=== design 1 ===
$ cat config.mk
export PLATFORM = sky130hd
export DESIGN_NAME = mem_ctrl
export DESIGN_NICKNAME = d
export VERILOG_FILES = /design/src/rtl/mem_ctrl_pkg.sv /design/src/rtl/mem_ctrl.sv
export SDC_FILE = /design/constraint.sdc
export NUM_CORES = 1
export LEC_CHECK = 0
export CAP_MARGIN = 20
export CELL_PAD_IN_SITES_DETAIL_PLACEMENT = 1
export CELL_PAD_IN_SITES_GLOBAL_PLACEMENT = 1
export CORE_AREA = 4 4 95 97
export DETAILED_ROUTE_END_ITERATION = 10
export DIE_AREA = 0 0 99 101
export PLACE_DENSITY = 0.71
export SETUP_SLACK_MARGIN = 0.3
export SLEW_MARGIN = 30
export SYNTH_ARGS = -nofsm -noshare
export SYNTH_HDL_FRONTEND = slang
export SYNTH_SLANG_ARGS = --single-unit
$ cat constraint.sdc
create_clock -name clk -period 3.1 [get_ports clk]
set_input_delay 0.62 -clock clk [delete_from_list [all_inputs] [get_ports clk]]
set_output_delay 0.62 -clock clk [all_outputs]
set_load 0.005 [all_outputs]
$ cat src/rtl/mem_ctrl_pkg.sv
// Shared definitions for the byte-RAM access controller.
package mem_ctrl_pkg;

  localparam int DEFAULT_SIZE_ADDR = 8;

  typedef enum logic [1:0] {
    IDLE  = 2'd0,
    ISSUE = 2'd1,
    WAIT  = 2'd2,
    DONE  = 2'd3
  } state_t;

endpackage

$ cat src/rtl/mem_ctrl.sv
// CPU-to-byte-RAM access controller: splits 8/16-bit loads and stores into
// one or two byte transactions on a byte-wide RAM with ready handshakes.
//
// state | meaning
// IDLE  | waiting for req; captures the access on acceptance
// ISSUE | one-cycle RAM strobe for the current byte
// WAIT  | waiting for RAM ready; latches load data
// DONE  | one-cycle done pulse, then back to IDLE
module mem_ctrl
  import mem_ctrl_pkg::*;
#(
  parameter int size_addr = DEFAULT_SIZE_ADDR
) (
  input  logic                 clk,
  input  logic                 reset,
  input  logic                 req,
  input  logic                 we,
  input  logic                 wide,
  input  logic [size_addr-1:0] addr,
  input  logic [15:0]          wdata,
  output logic [15:0]          rdata,
  output logic                 busy,
  output logic                 done,
  output logic                 ram_read,
  output logic                 ram_write,
  output logic [size_addr-1:0] ram_address,
  output logic [7:0]           ram_wdata,
  input  logic [7:0]           ram_rdata,
  input  logic                 ram_ready_r,
  input  logic                 ram_ready_w
);

  state_t               state;
  logic                 idx;
  logic                 cap_we;
  logic                 cap_wide;
  logic [size_addr-1:0] cap_addr;
  logic [15:0]          cap_wdata;
  logic                 ready;

  // Handshake that ends WAIT depends on the captured direction.
  assign ready = cap_we ? ram_ready_w : ram_ready_r;

  // FSM with all outputs registered; strobes are set on entry to ISSUE so
  // they are high exactly while the FSM sits in ISSUE.
  always_ff @(posedge clk) begin
    if (reset) begin
      state       <= IDLE;
      idx         <= 1'b0;
      cap_we      <= 1'b0;
      cap_wide    <= 1'b0;
      cap_addr    <= '0;
      cap_wdata   <= '0;
      rdata       <= '0;
      busy        <= 1'b0;
      done        <= 1'b0;
      ram_read    <= 1'b0;
      ram_write   <= 1'b0;
      ram_address <= '0;
      ram_wdata   <= '0;
    end else begin
      done      <= 1'b0;
      ram_read  <= 1'b0;
      ram_write <= 1'b0;
      case (state)
        IDLE: begin
          if (req) begin
            cap_we      <= we;
            cap_wide    <= wide;
            cap_addr    <= addr;
            cap_wdata   <= wdata;
            idx         <= 1'b0;
            busy        <= 1'b1;
            ram_read    <= ~we;
            ram_write   <= we;
            ram_address <= addr;
            ram_wdata   <= wdata[7:0];
            state       <= ISSUE;
          end
        end
        ISSUE: state <= WAIT;
        WAIT: begin
          if (ready) begin
            if (!cap_we) begin
              if (!idx) begin
                rdata[7:0] <= ram_rdata;
                if (!cap_wide) rdata[15:8] <= 8'h00;
              end else begin
                rdata[15:8] <= ram_rdata;
              end
            end
            if (cap_wide && !idx) begin
              idx         <= 1'b1;
              ram_read    <= ~cap_we;
              ram_write   <= cap_we;
              // High byte address wraps modulo 2^size_addr.
              ram_address <= cap_addr + size_addr'(1);
              ram_wdata   <= cap_wdata[15:8];
              state       <= ISSUE;
            end else begin
              done  <= 1'b1;
              state <= DONE;
            end
          end
        end
        DONE: begin
          busy  <= 1'b0;
          state <= IDLE;
        end
        default: state <= IDLE;
      endcase
    end
  end

endmodule

=== design 2 ===
## src/rtl/riscv_pkg.sv

```systemverilog
// Shared constants and types for the RV32 instruction fetch path.
package riscv_pkg;

    localparam int               XLEN             = 32;
    localparam logic [XLEN-1:0]  DEFAULT_RESET_PC = 32'h0000_0000;
    localparam logic [31:0]      NOP_INSTR        = 32'h0000_0013;

    typedef struct packed {
        logic [31:0]     instr;
        logic [XLEN-1:0] pc;
    } fetch_entry_t;

    typedef enum logic {
        BOOT,
        RUN
    } fetch_state_e;

endpackage

```

## src/rtl/fetch_fifo.sv

```systemverilog
// Small synchronous FIFO with flush; the head is read straight from registered storage
// and reads as zero while the FIFO is empty.
module fetch_fifo
    import riscv_pkg::*;
#(
    parameter int  DEPTH = 2,
    parameter type T     = logic [31:0],
    localparam int CNT_W = $clog2(DEPTH + 1)
) (
    input  logic             clk,
    input  logic             reset,
    input  logic             push,
    input  logic             pop,
    input  logic             flush,
    input  T                 push_data,
    output T                 head,
    output logic [CNT_W-1:0] count
);

    localparam int PTR_W = (DEPTH > 1) ? $clog2(DEPTH) : 1;

    T                 mem [DEPTH];
    logic [PTR_W-1:0] rd_ptr;
    logic [PTR_W-1:0] wr_ptr;
    logic             do_push;
    logic             do_pop;

    function automatic logic [PTR_W-1:0] bump(input logic [PTR_W-1:0] p);
        return (p == PTR_W'(DEPTH - 1)) ? '0 : p + 1'b1;
    endfunction

    // A push into a full FIFO is accepted only when the head leaves in the same cycle.
    assign do_pop  = pop && (count != '0);
    assign do_push = push && ((count != CNT_W'(DEPTH)) || do_pop);
    assign head    = (count != '0) ? mem[rd_ptr] : '0;

    always_ff @(posedge clk or posedge reset) begin
        if (reset) begin
            rd_ptr <= '0;
            wr_ptr <= '0;
            count  <= '0;
            for (int i = 0; i < DEPTH; i++) begin
                mem[i] <= '0;
            end
        end else if (flush) begin
            rd_ptr <= '0;
            wr_ptr <= '0;
            count  <= '0;
        end else begin
            if (do_push) begin
                mem[wr_ptr] <= push_data;
                wr_ptr      <= bump(wr_ptr);
            end
            if (do_pop) begin
                rd_ptr <= bump(rd_ptr);
            end
            count <= count + CNT_W'(do_push) - CNT_W'(do_pop);
        end
    end

endmodule

```

## src/rtl/fetch_stage.sv

```systemverilog
// Instruction fetch stage: PC ownership, credit-limited imem requests, response buffering
// and redirect handling. Optional counters are enabled with FETCH_STATS_EN.
module fetch_stage #(
    parameter int              XLEN       = riscv_pkg::XLEN,
    parameter logic [XLEN-1:0] RESET_PC   = riscv_pkg::DEFAULT_RESET_PC,
    parameter int              FIFO_DEPTH = 2
) (
    input  logic            clk,
    input  logic            reset,
    input  logic            fetch_en,
    output logic            imem_req,
    output logic [XLEN-1:0] imem_addr,
    input  logic            imem_gnt,
    input  logic            imem_rvalid,
    input  logic [31:0]     imem_rdata,
    input  logic            redirect_valid,
    input  logic [XLEN-1:0] redirect_pc,
    output logic            if_valid,
    input  logic            if_ready,
    output logic [31:0]     if_instr,
    output logic [XLEN-1:0] if_pc,
`ifdef FETCH_STATS_EN
    output logic [31:0]     stat_fetched,
    output logic [31:0]     stat_flushed,
`endif
    output logic [XLEN-1:0] if_pc_plus4
);

    import riscv_pkg::*;

    localparam int CNT_W = $clog2(FIFO_DEPTH + 1);

    fetch_state_e    state;
    fetch_state_e    state_next;
    logic [XLEN-1:0] pc;
    logic [XLEN-1:0] resp_pc;
    logic [XLEN-1:0] redirect_target;
    logic [CNT_W-1:0] outstanding;
    logic [CNT_W-1:0] outstanding_next;
    logic [CNT_W-1:0] discard;
    logic [CNT_W-1:0] fifo_count;
    logic [CNT_W:0]   credits_used;
    logic            resp_ok;
    logic            issued;
    logic            push;
    logic            pop;
    logic            unused_redirect_lsbs;
    fetch_entry_t    push_entry;
    fetch_entry_t    head;

    assign redirect_target      = {redirect_pc[XLEN-1:2], 2'b00};
    assign unused_redirect_lsbs = ^redirect_pc[1:0];
    assign credits_used         = {1'b0, outstanding} + {1'b0, fifo_count};

    always_ff @(posedge clk or posedge reset) begin
        if (reset) begin
            state <= BOOT;
        end else begin
            state <= state_next;
        end
    end

    // Requests only go out while in-flight plus buffered words leave room in the FIFO.
    always_comb begin
        state_next = state;
        imem_req   = 1'b0;
        case (state)
            BOOT:    state_next = RUN;
            RUN:     imem_req = fetch_en && !redirect_valid &&
                                (credits_used < (CNT_W + 1)'(FIFO_DEPTH));
            default: state_next = BOOT;
        endcase
    end

    // A response with nothing outstanding is a leftover from before reset and is ignored.
    assign resp_ok          = imem_rvalid && (outstanding != '0);
    assign issued           = imem_req && imem_gnt;
    assign outstanding_next = outstanding + CNT_W'(issued) - CNT_W'(resp_ok);
    assign push             = resp_ok && !redirect_valid && (discard == '0);
    assign pop              = if_valid && if_ready && !redirect_valid;

    always_ff @(posedge clk or posedge reset) begin
        if (reset) begin
            pc          <= RESET_PC;
            resp_pc     <= RESET_PC;
            outstanding <= '0;
            discard     <= '0;
        end else begin
            outstanding <= outstanding_next;
            if (redirect_valid) begin
                pc      <= redirect_target;
                resp_pc <= redirect_target;
                discard <= outstanding_next;
            end else begin
                if (issued) begin
                    pc <= pc + XLEN'(4);
                end
                if (push) begin
                    resp_pc <= resp_pc + XLEN'(4);
                end
                if (resp_ok && (discard != '0)) begin
                    discard <= discard - 1'b1;
                end
            end
        end
    end

    assign push_entry = '{instr: imem_rdata, pc: resp_pc};

    fetch_fifo #(
        .DEPTH (FIFO_DEPTH),
        .T     (fetch_entry_t)
    ) u_fifo (
        .clk       (clk),
        .reset     (reset),
        .push      (push),
        .pop       (pop),
        .flush     (redirect_valid),
        .push_data (push_entry),
        .head      (head),
        .count     (fifo_count)
    );

    assign imem_addr   = pc;
    assign if_valid    = (fifo_count != '0);
    assign if_instr    = head.instr;
    assign if_pc       = head.pc;
    assign if_pc_plus4 = head.pc + XLEN'(4);

`ifdef FETCH_STATS_EN
    logic [31:0] flushed_now;

    // Flushed work is the buffered entries plus any response thrown away because of a redirect.
    always_comb begin
        flushed_now = 32'd0;
        if (redirect_valid) begin
            flushed_now = 32'(fifo_count) + 32'(resp_ok);
        end else if (resp_ok && (discard != '0)) begin
            flushed_now = 32'd1;
        end
    end

    always_ff @(posedge clk or posedge reset) begin
        if (reset) begin
            stat_fetched <= 32'd0;
            stat_flushed <= 32'd0;
        end else begin
            stat_fetched <= stat_fetched + 32'(pop);
            stat_flushed <= stat_flushed + flushed_now;
        end
    end
`endif

endmodule

```

## config.mk

```make
export PLATFORM = sky130hd
export DESIGN_NAME = fetch_stage
export DESIGN_NICKNAME = d
export VERILOG_FILES = /design/src/rtl/riscv_pkg.sv /design/src/rtl/fetch_fifo.sv /design/src/rtl/fetch_stage.sv
export SDC_FILE = /design/constraint.sdc
export NUM_CORES = 1
export LEC_CHECK = 0
export CORE_ASPECT_RATIO = 1.25
export CORE_MARGIN = 2
export CORE_UTILIZATION = 35
export DETAILED_ROUTE_END_ITERATION = 7
export MAX_ROUTING_LAYER = met4
export PLACE_DENSITY = 0.63
export RECOVER_POWER = 25
export SLEW_MARGIN = 15
export SYNTH_ARGS = -nofsm -noshare
export SYNTH_HDL_FRONTEND = slang
export SYNTH_SLANG_ARGS = --single-unit
```

## constraint.sdc

```tcl
create_clock -name clk -period 17.45 [get_ports clk]
set_clock_uncertainty 0.2 [all_clocks]
set_input_delay 2.6175 -clock clk [delete_from_list [all_inputs] [get_ports clk]]
set_output_delay 2.6175 -clock clk [all_outputs]
set_load 0.01 [all_outputs]
```

=== design 3 ===
File: src/rtl/alu_result_stage.sv
// alu_result_stage
// Registered result stage behind the 32-bit add/sub unit. It derives the
// Z/N/C/V flags from each incoming result and holds the results in a 2-entry
// skid buffer that drains in order toward writeback. It also keeps the
// architectural status flags and a saturating count of retired ops.
//
// Ports:
//   clk, rst               clock, synchronous active-high reset
//   in_valid / in_ready    upstream handshake (in_ready is a flop output)
//   in_result, in_cout     adder result and carry-out
//   in_funct               0 = add, 1 = sub
//   in_a_msb, in_b_msb     sign bits of the two operands
//   in_rd, in_wen          destination register and writeback enable
//   out_valid / out_ready  downstream handshake
//   out_result, out_rd,
//   out_wen, out_flags     head entry fields, flags packed as {Z,N,C,V}
//   stat_flags             flags of the most recently retired op
//   retired_cnt            saturating count of retired ops
module alu_result_stage #(
   parameter int WIDTH = 32,
   parameter int RD_W  = 5,
   parameter int CNT_W = 16
) (
   input  logic             clk,
   input  logic             rst,
   input  logic             in_valid,
   output logic             in_ready,
   input  logic [WIDTH-1:0] in_result,
   input  logic             in_cout,
   input  logic             in_funct,
   input  logic             in_a_msb,
   input  logic             in_b_msb,
   input  logic [RD_W-1:0]  in_rd,
   input  logic             in_wen,
   output logic             out_valid,
   input  logic             out_ready,
   output logic [WIDTH-1:0] out_result,
   output logic [RD_W-1:0]  out_rd,
   output logic             out_wen,
   output logic [3:0]       out_flags,
   output logic [3:0]       stat_flags,
   output logic [CNT_W-1:0] retired_cnt
);

   // Occupancy of the buffer: EMPTY, ONE (main register only), TWO (main + skid)
   typedef enum logic [1:0] {
      EMPTY = 2'd0,
      ONE   = 2'd1,
      TWO   = 2'd2
   } state_t;

   state_t           state_q, state_d;
   logic             in_ready_q, in_ready_d;

   logic [WIDTH-1:0] main_result_q, main_result_d;
   logic [RD_W-1:0]  main_rd_q, main_rd_d;
   logic             main_wen_q, main_wen_d;
   logic [3:0]       main_flags_q, main_flags_d;

   logic [WIDTH-1:0] skid_result_q, skid_result_d;
   logic [RD_W-1:0]  skid_rd_q, skid_rd_d;
   logic             skid_wen_q, skid_wen_d;
   logic [3:0]       skid_flags_q, skid_flags_d;

   logic [3:0]       stat_flags_q, stat_flags_d;
   logic [CNT_W-1:0] retired_cnt_q, retired_cnt_d;

   logic             accept;
   logic             retire;
   logic [3:0]       in_flags;
   logic             flag_z, flag_n, flag_c, flag_v;

   // Condition flags of the incoming result. Carry is only meaningful for
   // add; overflow is a sign change that the operand signs cannot explain.
   always_comb begin
      flag_z = (in_result == '0);
      flag_n = in_result[WIDTH-1];
      flag_c = in_funct ? 1'b0 : in_cout;
      if (in_funct) begin
         flag_v = (in_a_msb != in_b_msb) & (in_result[WIDTH-1] != in_a_msb);
      end else begin
         flag_v = (in_a_msb == in_b_msb) & (in_result[WIDTH-1] != in_a_msb);
      end
      in_flags = {flag_z, flag_n, flag_c, flag_v};
   end

   // Next-state logic. The head is always the main register; a second entry
   // only lands in the skid register when the head cannot leave this cycle.
   // in_ready is computed from the next state so it is a plain flop output.
   always_comb begin
      accept        = in_valid & in_ready_q;
      retire        = (state_q != EMPTY) & out_ready;

      state_d       = state_q;
      main_result_d = main_result_q;
      main_rd_d     = main_rd_q;
      main_wen_d    = main_wen_q;
      main_flags_d  = main_flags_q;
      skid_result_d = skid_result_q;
      skid_rd_d     = skid_rd_q;
      skid_wen_d    = skid_wen_q;
      skid_flags_d  = skid_flags_q;
      stat_flags_d  = stat_flags_q;
      retired_cnt_d = retired_cnt_q;

      unique case (state_q)
         EMPTY: begin
            if (accept) begin
               main_result_d = in_result;
               main_rd_d     = in_rd;
               main_wen_d    = in_wen;
               main_flags_d  = in_flags;
               state_d       = ONE;
            end
         end
         ONE: begin
            if (accept && retire) begin
               main_result_d = in_result;
               main_rd_d     = in_rd;
               main_wen_d    = in_wen;
               main_flags_d  = in_flags;
            end else if (accept) begin
               skid_result_d = in_result;
               skid_rd_d     = in_rd;
               skid_wen_d    = in_wen;
               skid_flags_d  = in_flags;
               state_d       = TWO;
            end else if (retire) begin
               state_d       = EMPTY;
            end
         end
         TWO: begin
            if (retire) begin
               main_result_d = skid_result_q;
               main_rd_d     = skid_rd_q;
               main_wen_d    = skid_wen_q;
               main_flags_d  = skid_flags_q;
               state_d       = ONE;
            end
         end
         default: state_d = EMPTY;
      endcase

      // Every retire updates the status flags, whether or not it writes back
      if (retire) begin
         stat_flags_d = main_flags_q;
         if (retired_cnt_q != '1) begin
            retired_cnt_d = retired_cnt_q + CNT_W'(1);
         end
      end

      in_ready_d = (state_d != TWO);
   end

   // State registers; reset discards buffered entries without retiring them
   always_ff @(posedge clk) begin
      if (rst) begin
         state_q       <= EMPTY;
         in_ready_q    <= 1'b1;
         main_result_q <= '0;
         main_rd_q     <= '0;
         main_wen_q    <= 1'b0;
         main_flags_q  <= 4'b0000;
         skid_result_q <= '0;
         skid_rd_q     <= '0;
         skid_wen_q    <= 1'b0;
         skid_flags_q  <= 4'b0000;
         stat_flags_q  <= 4'b0000;
         retired_cnt_q <= '0;
      end else begin
         state_q       <= state_d;
         in_ready_q    <= in_ready_d;
         main_result_q <= main_result_d;
         main_rd_q     <= main_rd_d;
         main_wen_q    <= main_wen_d;
         main_flags_q  <= main_flags_d;
         skid_result_q <= skid_result_d;
         skid_rd_q     <= skid_rd_d;
         skid_wen_q    <= skid_wen_d;
         skid_flags_q  <= skid_flags_d;
         stat_flags_q  <= stat_flags_d;
         retired_cnt_q <= retired_cnt_d;
      end
   end

   assign in_ready    = in_ready_q;
   assign out_valid   = (state_q != EMPTY);
   assign out_result  = main_result_q;
   assign out_rd      = main_rd_q;
   assign out_wen     = main_wen_q;
   assign out_flags   = main_flags_q;
   assign stat_flags  = stat_flags_q;
   assign retired_cnt = retired_cnt_q;

endmodule

File: config.mk
export PLATFORM = sky130hd
export DESIGN_NAME = alu_result_stage
export DESIGN_NICKNAME = d
export VERILOG_FILES = /design/src/rtl/alu_result_stage.sv
export SDC_FILE = /design/constraint.sdc
export NUM_CORES = 1
export LEC_CHECK = 0
export ABC_CLOCK_PERIOD_IN_PS = 5330
export CORE_ASPECT_RATIO = 0.75
export CORE_MARGIN = 10
export CORE_UTILIZATION = 53
export DETAILED_ROUTE_END_ITERATION = 10
export PLACE_DENSITY = 0.92
export SLEW_MARGIN = 20
export SYNTH_ARGS = -nofsm -noshare
export SYNTH_HDL_FRONTEND = slang
export SYNTH_SLANG_ARGS = --single-unit
File: constraint.sdc
create_clock -name clk -period 5.33 [get_ports clk]
set_input_delay 1.3325 -clock clk [delete_from_list [all_inputs] [get_ports clk]]
set_output_delay 1.3325 -clock clk [all_outputs]
set_load 0.01 [all_outputs]

==> layout pictures side by side <==
The clock network.
image #1
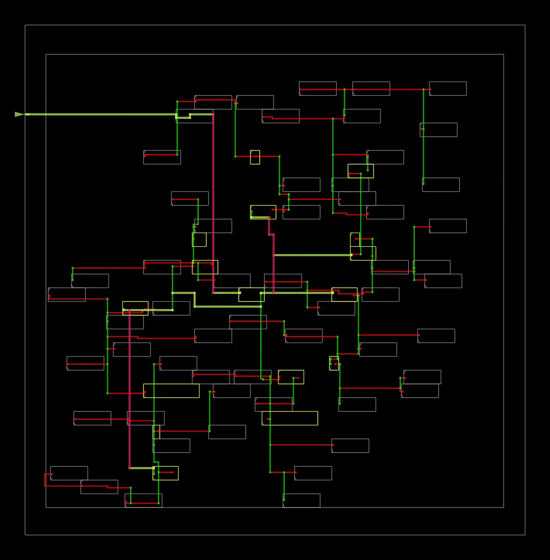
image #2
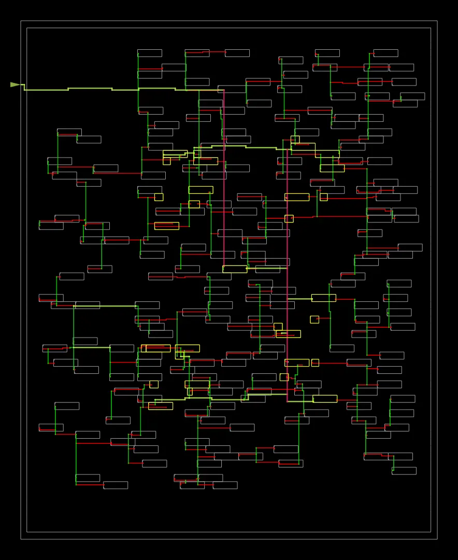
image #3
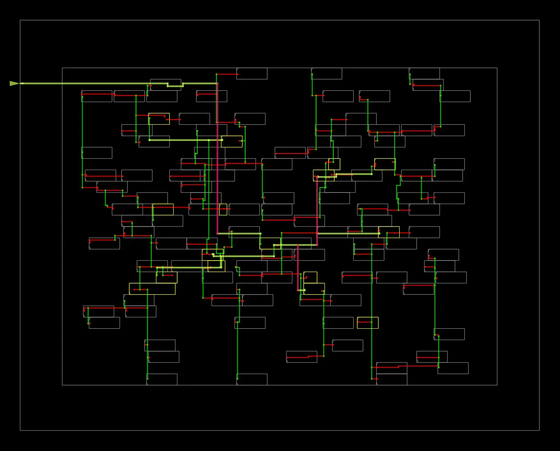
image #3 -> design 3
image #1 -> design 1
image #2 -> design 2
- most sequential cells: image #2
- fewest sequential cells: image #1

design_1/layer_met2.png
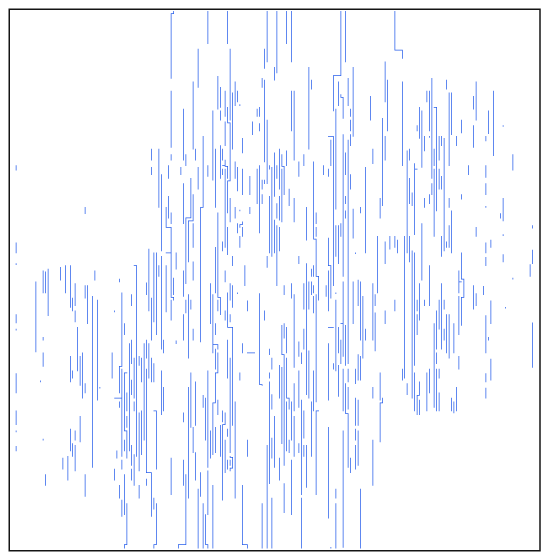
main direction = vertical
nets with wire on the layer = 338
longest straight run = 41.8 um
routed wire length: 7210 um
GR Util met2: 23.4%
vias: 2326

==> qor.yml, design 1 <==
status: "finished, final reports clean"
instances_no_fill: 467
warning_count: 26
cp_max_fo: 26
synth.net_count: 327
htreeDepth: 3
clock.fmax_ghz: 0.455
hold_start: "rdata[10]$_SDFFE_PP0P_"
grt_pass1_wl_um: 12000
nNonClkInverters: 2
p_int_uw: 1390
routabilityCongestion: 0.784
skew_ns: 0.00748
fin_tns_setup_ns: 0
logic_gates: 205
largest_reg_flops: 16
final-seq-area_um2: 1140
finalWorstSetupSlack_ns: 0.900
cts_setup_buffers: 0
cts_made_buffers: 9
path_buffers: 2
end_kind: "flip-flop"
yosysSeqAreaShare_pct: 47.9
ys_area_um2: 2380
crit_required_ns: 3.34
fin_area_um2: 3420
final_common_cell: "clkdlybuf4s50_1"
hold-worst-slack_ns: 0.456
die_area_um2: 10000
cts-resized-gates: 0
taps: 105
diodes: 0
comb_power_uw: 305
cp_cell_sequence: "clkdlybuf4s50_1 > or3b_1 > o31ai_4 > buf_4 > nor2_1 > a311oi_1"
p_leak_uw: 0.00121
min_period_over_period_pct: 71.0
clock_sinks: 57
met1_usage_pct: 19.0
critical_path.startpoint: "req"
top_logic_kind: "simple AND/OR/NAND/NOR gates"
antenna_left: 0
reg2reg_slack_ns: 0.99
max_stage_delay_ns: 0.54
wl_met3_um: 514
io_pins: 75
p_clk_uw: 763
adder_share_pct: 0.525
routed_via_density: 4.98
rsz0062_at_grt: "no"
topRoutingLayerUsed: "met4"
logic_area_um2: 1130
dpl_cell_area_um2: 3210
r2r-end: "rdata[8]$_SDFFE_PP0P_"
fin_crit_ns: 2.20
synthMuxAreaShare_pct: 3.94
clock_area_share_pct: 6.15
==> design 1: synth_stat cells <==
library cell,n,area [um^2]
and3_1,3,18.8
a211oi_1,2,15.0
nor2_2,3,18.8
nor3_1,7,35.0
nand3_1,4,20.0
ha_1,1,12.5
or3b_1,1,8.76
nor2b_1,3,18.8
buf_2,5,25.0
a221oi_1,2,17.5
a311oi_1,6,52.6
buf_4,1,7.51
nor3b_1,1,7.51
o211ai_1,1,7.51
and2_1,2,12.5
mux2i_2,1,13.8
a311oi_2,3,45.0
nand2b_1,4,25.0
nand4_1,12,75.1
mux2i_1,8,80.1
a2111oi_0,1,8.76
xnor2_1,3,26.3
nor2_1,27,101
a32o_1,1,10.0
o31a_1,1,8.76
inv_1,2,7.51
and4_1,1,8.76
o31ai_4,1,21.3
a21oi_1,32,160
dfxtp_1,57,1140
clkbuf_1,14,52.6
nand2_1,67,251
buf_1,1,3.75
buf_6,2,22.5
a211o_1,2,17.5
o21ai_0,5,25.0
==> design 1: worst register-to-register path, cell delays in order (launching register included) <==
cell and delay [ns]:
dfxtp_1 0.50, nor2b_2 0.76, nand3_1 0.46, nand2_1 0.18, a21oi_1 0.07
design_2/layer_met3.png
Scale bar: 50 um.
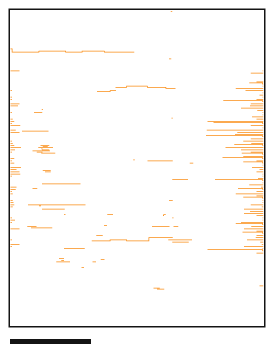
nets with wire on the layer = 156
longest straight run = 35.4 um

design_2/layer_met1.png
Scale bar: 50 um. Cells faint in the background.
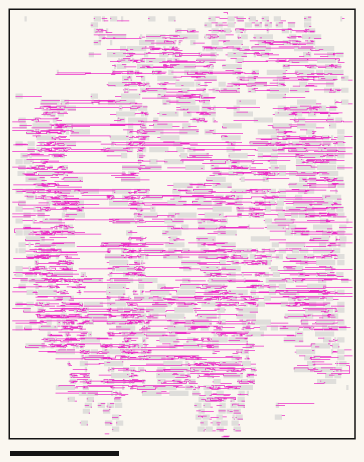
longest straight run = 51.5 um
main direction = horizontal
routed wire length: 26500 um
met1 usage in global routing: 23.4%

==> qor.yml, design 2 <==
status: "finished, violations left"
violations: "capacitance limit, slew limit"
synthTopCellsByArea: "dfrtp_1 (47%), mux2_2 (14%), mux2i_1 (6.1%)"
p_seq_share_pct: 43.9
postCtsHoldBufs: 0
power-top-group: "registers"
die_area_um2: 30800
cts-resized-gates: 0
preCtsSetupSlack_ns: 10.57
max-cap-violations: 2
final_hold_viol_count: 0
cp.arrival_ns: 5.73
rows: 70
cts_root_buf: "clkbuf_16"
tightestPinTransition_ns: 5.79
combPwrFrac_pct: 33.3
place_inst: 1496
crit_path_start_kind: "primary input"
cts_tree: "yes"
comb_power_uw: 543
min_period_over_period_pct: 49.0
fp_util_pct: 35.4
most_common_cell: "dfrtp_1"
maxSlewViolCount: 201
cts_made_buffers: 17
routabilityCongestion: 0.831
adder_share_pct: 1.17
crit_required_ns: 14.63
fp.coreArea_um2: 29100
clock.fmax_ghz: 0.117
fin_crit_ns: 8.55
finalWorstSetupSlack_ns: 8.90
logic_area_um2: 5130
## design 2: per-layer routing
layer	wire length [um]	vias to the layer above	GRT usage [%]
li1	-	3710	-
met1	12200	3822	23.4
met2	12700	211	28.3
met3	1330	21	3.56
met4	305	0	4.28
met5	0	-	-
## design 2: cell type report
cell class / instances / share of cell area, %
Clock buffer: 17 / 3.26
Clock inverter: 15 / 0.930
Inverter: 20 / 0.585
Multi-Input combinational cell: 687 / 39.3
Sequential cell: 193 / 37.0
Tap cell: 396 / 3.79
Timing Repair Buffer: 200 / 15.1
## design 2: final timing paths
| kind | startpoint | to |
|---|---|---|
| max in group asynchronous | reset | u_fifo.rd_ptr$_DFFE_PP0P_ |
| worst min register to register | u_fifo.mem[40]$_DFFE_PP0P_ | u_fifo.mem[40]$_DFFE_PP0P_ |
| worst max register to register | u_fifo.count[0]$_DFF_PP0_ | discard[1]$_DFFE_PP0P_ |
| min in group asynchronous | reset | u_fifo.mem[38]$_DFFE_PP0P_ |
| worst min-delay path | u_fifo.mem[40]$_DFFE_PP0P_ | u_fifo.mem[40]$_DFFE_PP0P_ |
| worst max-delay path | redirect_valid | imem_req |
design_3/layer_met4.png
Scale bar: 20 um.
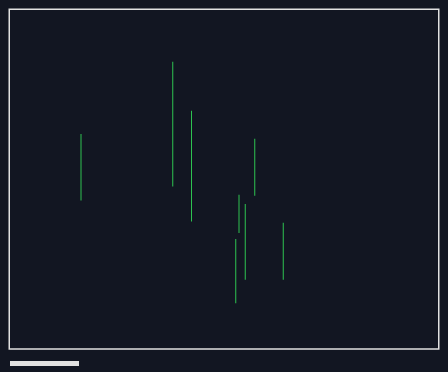
main direction = vertical
share of all routed wire = 1.4%
longest straight run = 36.0 um
wire length on this layer = 171 um
vias: 4350
routed wire length: 12300 um

==> qor.yml, design 3 <==
status: "finished, final reports clean"
syn_inst: 555
antenna_left: 0
critical_path.startpoint: "out_ready"
first_iter_violations: 472
clock.fmax_ghz: 0.310
synth.net_count: 602
adder_share_pct: 0.287
top_logic_kind: "simple AND/OR/NAND/NOR gates"
grt.overflow.total: 0
max-cap-violations: 0
fin_area_um2: 5680
htreeDepth: 3
cts_made_buffers: 9
ys.flops: 105
cp-endpoint: "retired_cnt[15]$_SDFFE_PP0P_"
holdPathEnd: "skid_flags_q[3]$_SDFFE_PP0P_"
cts_setup_buffers: 0
power-top-group: "registers"
synth-xor-area-share_pct: 0.402
combPwrFrac_pct: 15.5
clock_sinks: 105
tightestPinTransition_ns: 1.06
worst_r2r_path_depth: 4
die_y_um: 98.5
drive_gt1_share_pct: 4.38
utilization_pct: 71.5
edf_count: 0
cts.path.max_buffers: 2
crit_path_start_kind: "primary input"
yosysSeqAreaShare_pct: 48.3
cp_max_fo: 19
rows: 28
p_leak_uw: 0.00195
cp.arrival_ns: 3.52
critPathKind: "primary input to flip-flop"
final_hold_viol_count: 0
hold-worst-slack_ns: 0.459
routed_via_density: 5.84
ys_area_um2: 4360
power.switching_uw: 421
cp_slowest_cell: "or4b_4"
dpl.hpwl_um: 8290
simple_gate_share_pct: 27.7
max_stage_delay_ns: 0.64
r2r-end: "retired_cnt[15]$_SDFFE_PP0P_"
design 3: routing by layer:
layer / global-route usage [%] / vias up / part of all wire [%]
met5: 0 / - / 0
met4: 5.99 / 0 / 1.4
met3: 6.00 / 17 / 7.2
met2: 30.9 / 149 / 50
met1: 22.4 / 2084 / 42
li1: - / 2100 / -
design 3: flip-flops by register name, indices dropped and copies added, names as in the netlist:
signal,flops
out_flags,4
skid_wen_q,1
stat_flags,4
out_result,31
retired_cnt,16
skid_flags_q,4
out_rd,5
skid_rd_q,5
state_q,2
skid_result_q,31
in_ready,1
out_wen,1
design 3: area by class of cell:
class	count	area, um^2
well taps	105	131
multi-input cells	404	2110
repair buffers	113	1120
clock inverters	5	62.6
inverters	2	7.51
fillers	638	2270
clock buffers	11	151
flip-flops and latches	105	2100
design 3: cell usage after synthesis (3+ instances only):
master    instances
a311oi_1         39
or4_1             9
or3_1             6
nand4_1           8
nand2b_1          5
nor2_1           45
o21ai_0           5
nor4_1           10
nand2_1         173
nand3_1           4
buf_2             3
nor3_1            5
a21oi_1          59
clkbuf_1         38
dfxtp_1         105
o31ai_1           9
nor2b_1           3

Power is estimated from default activity; no workload was simulated.
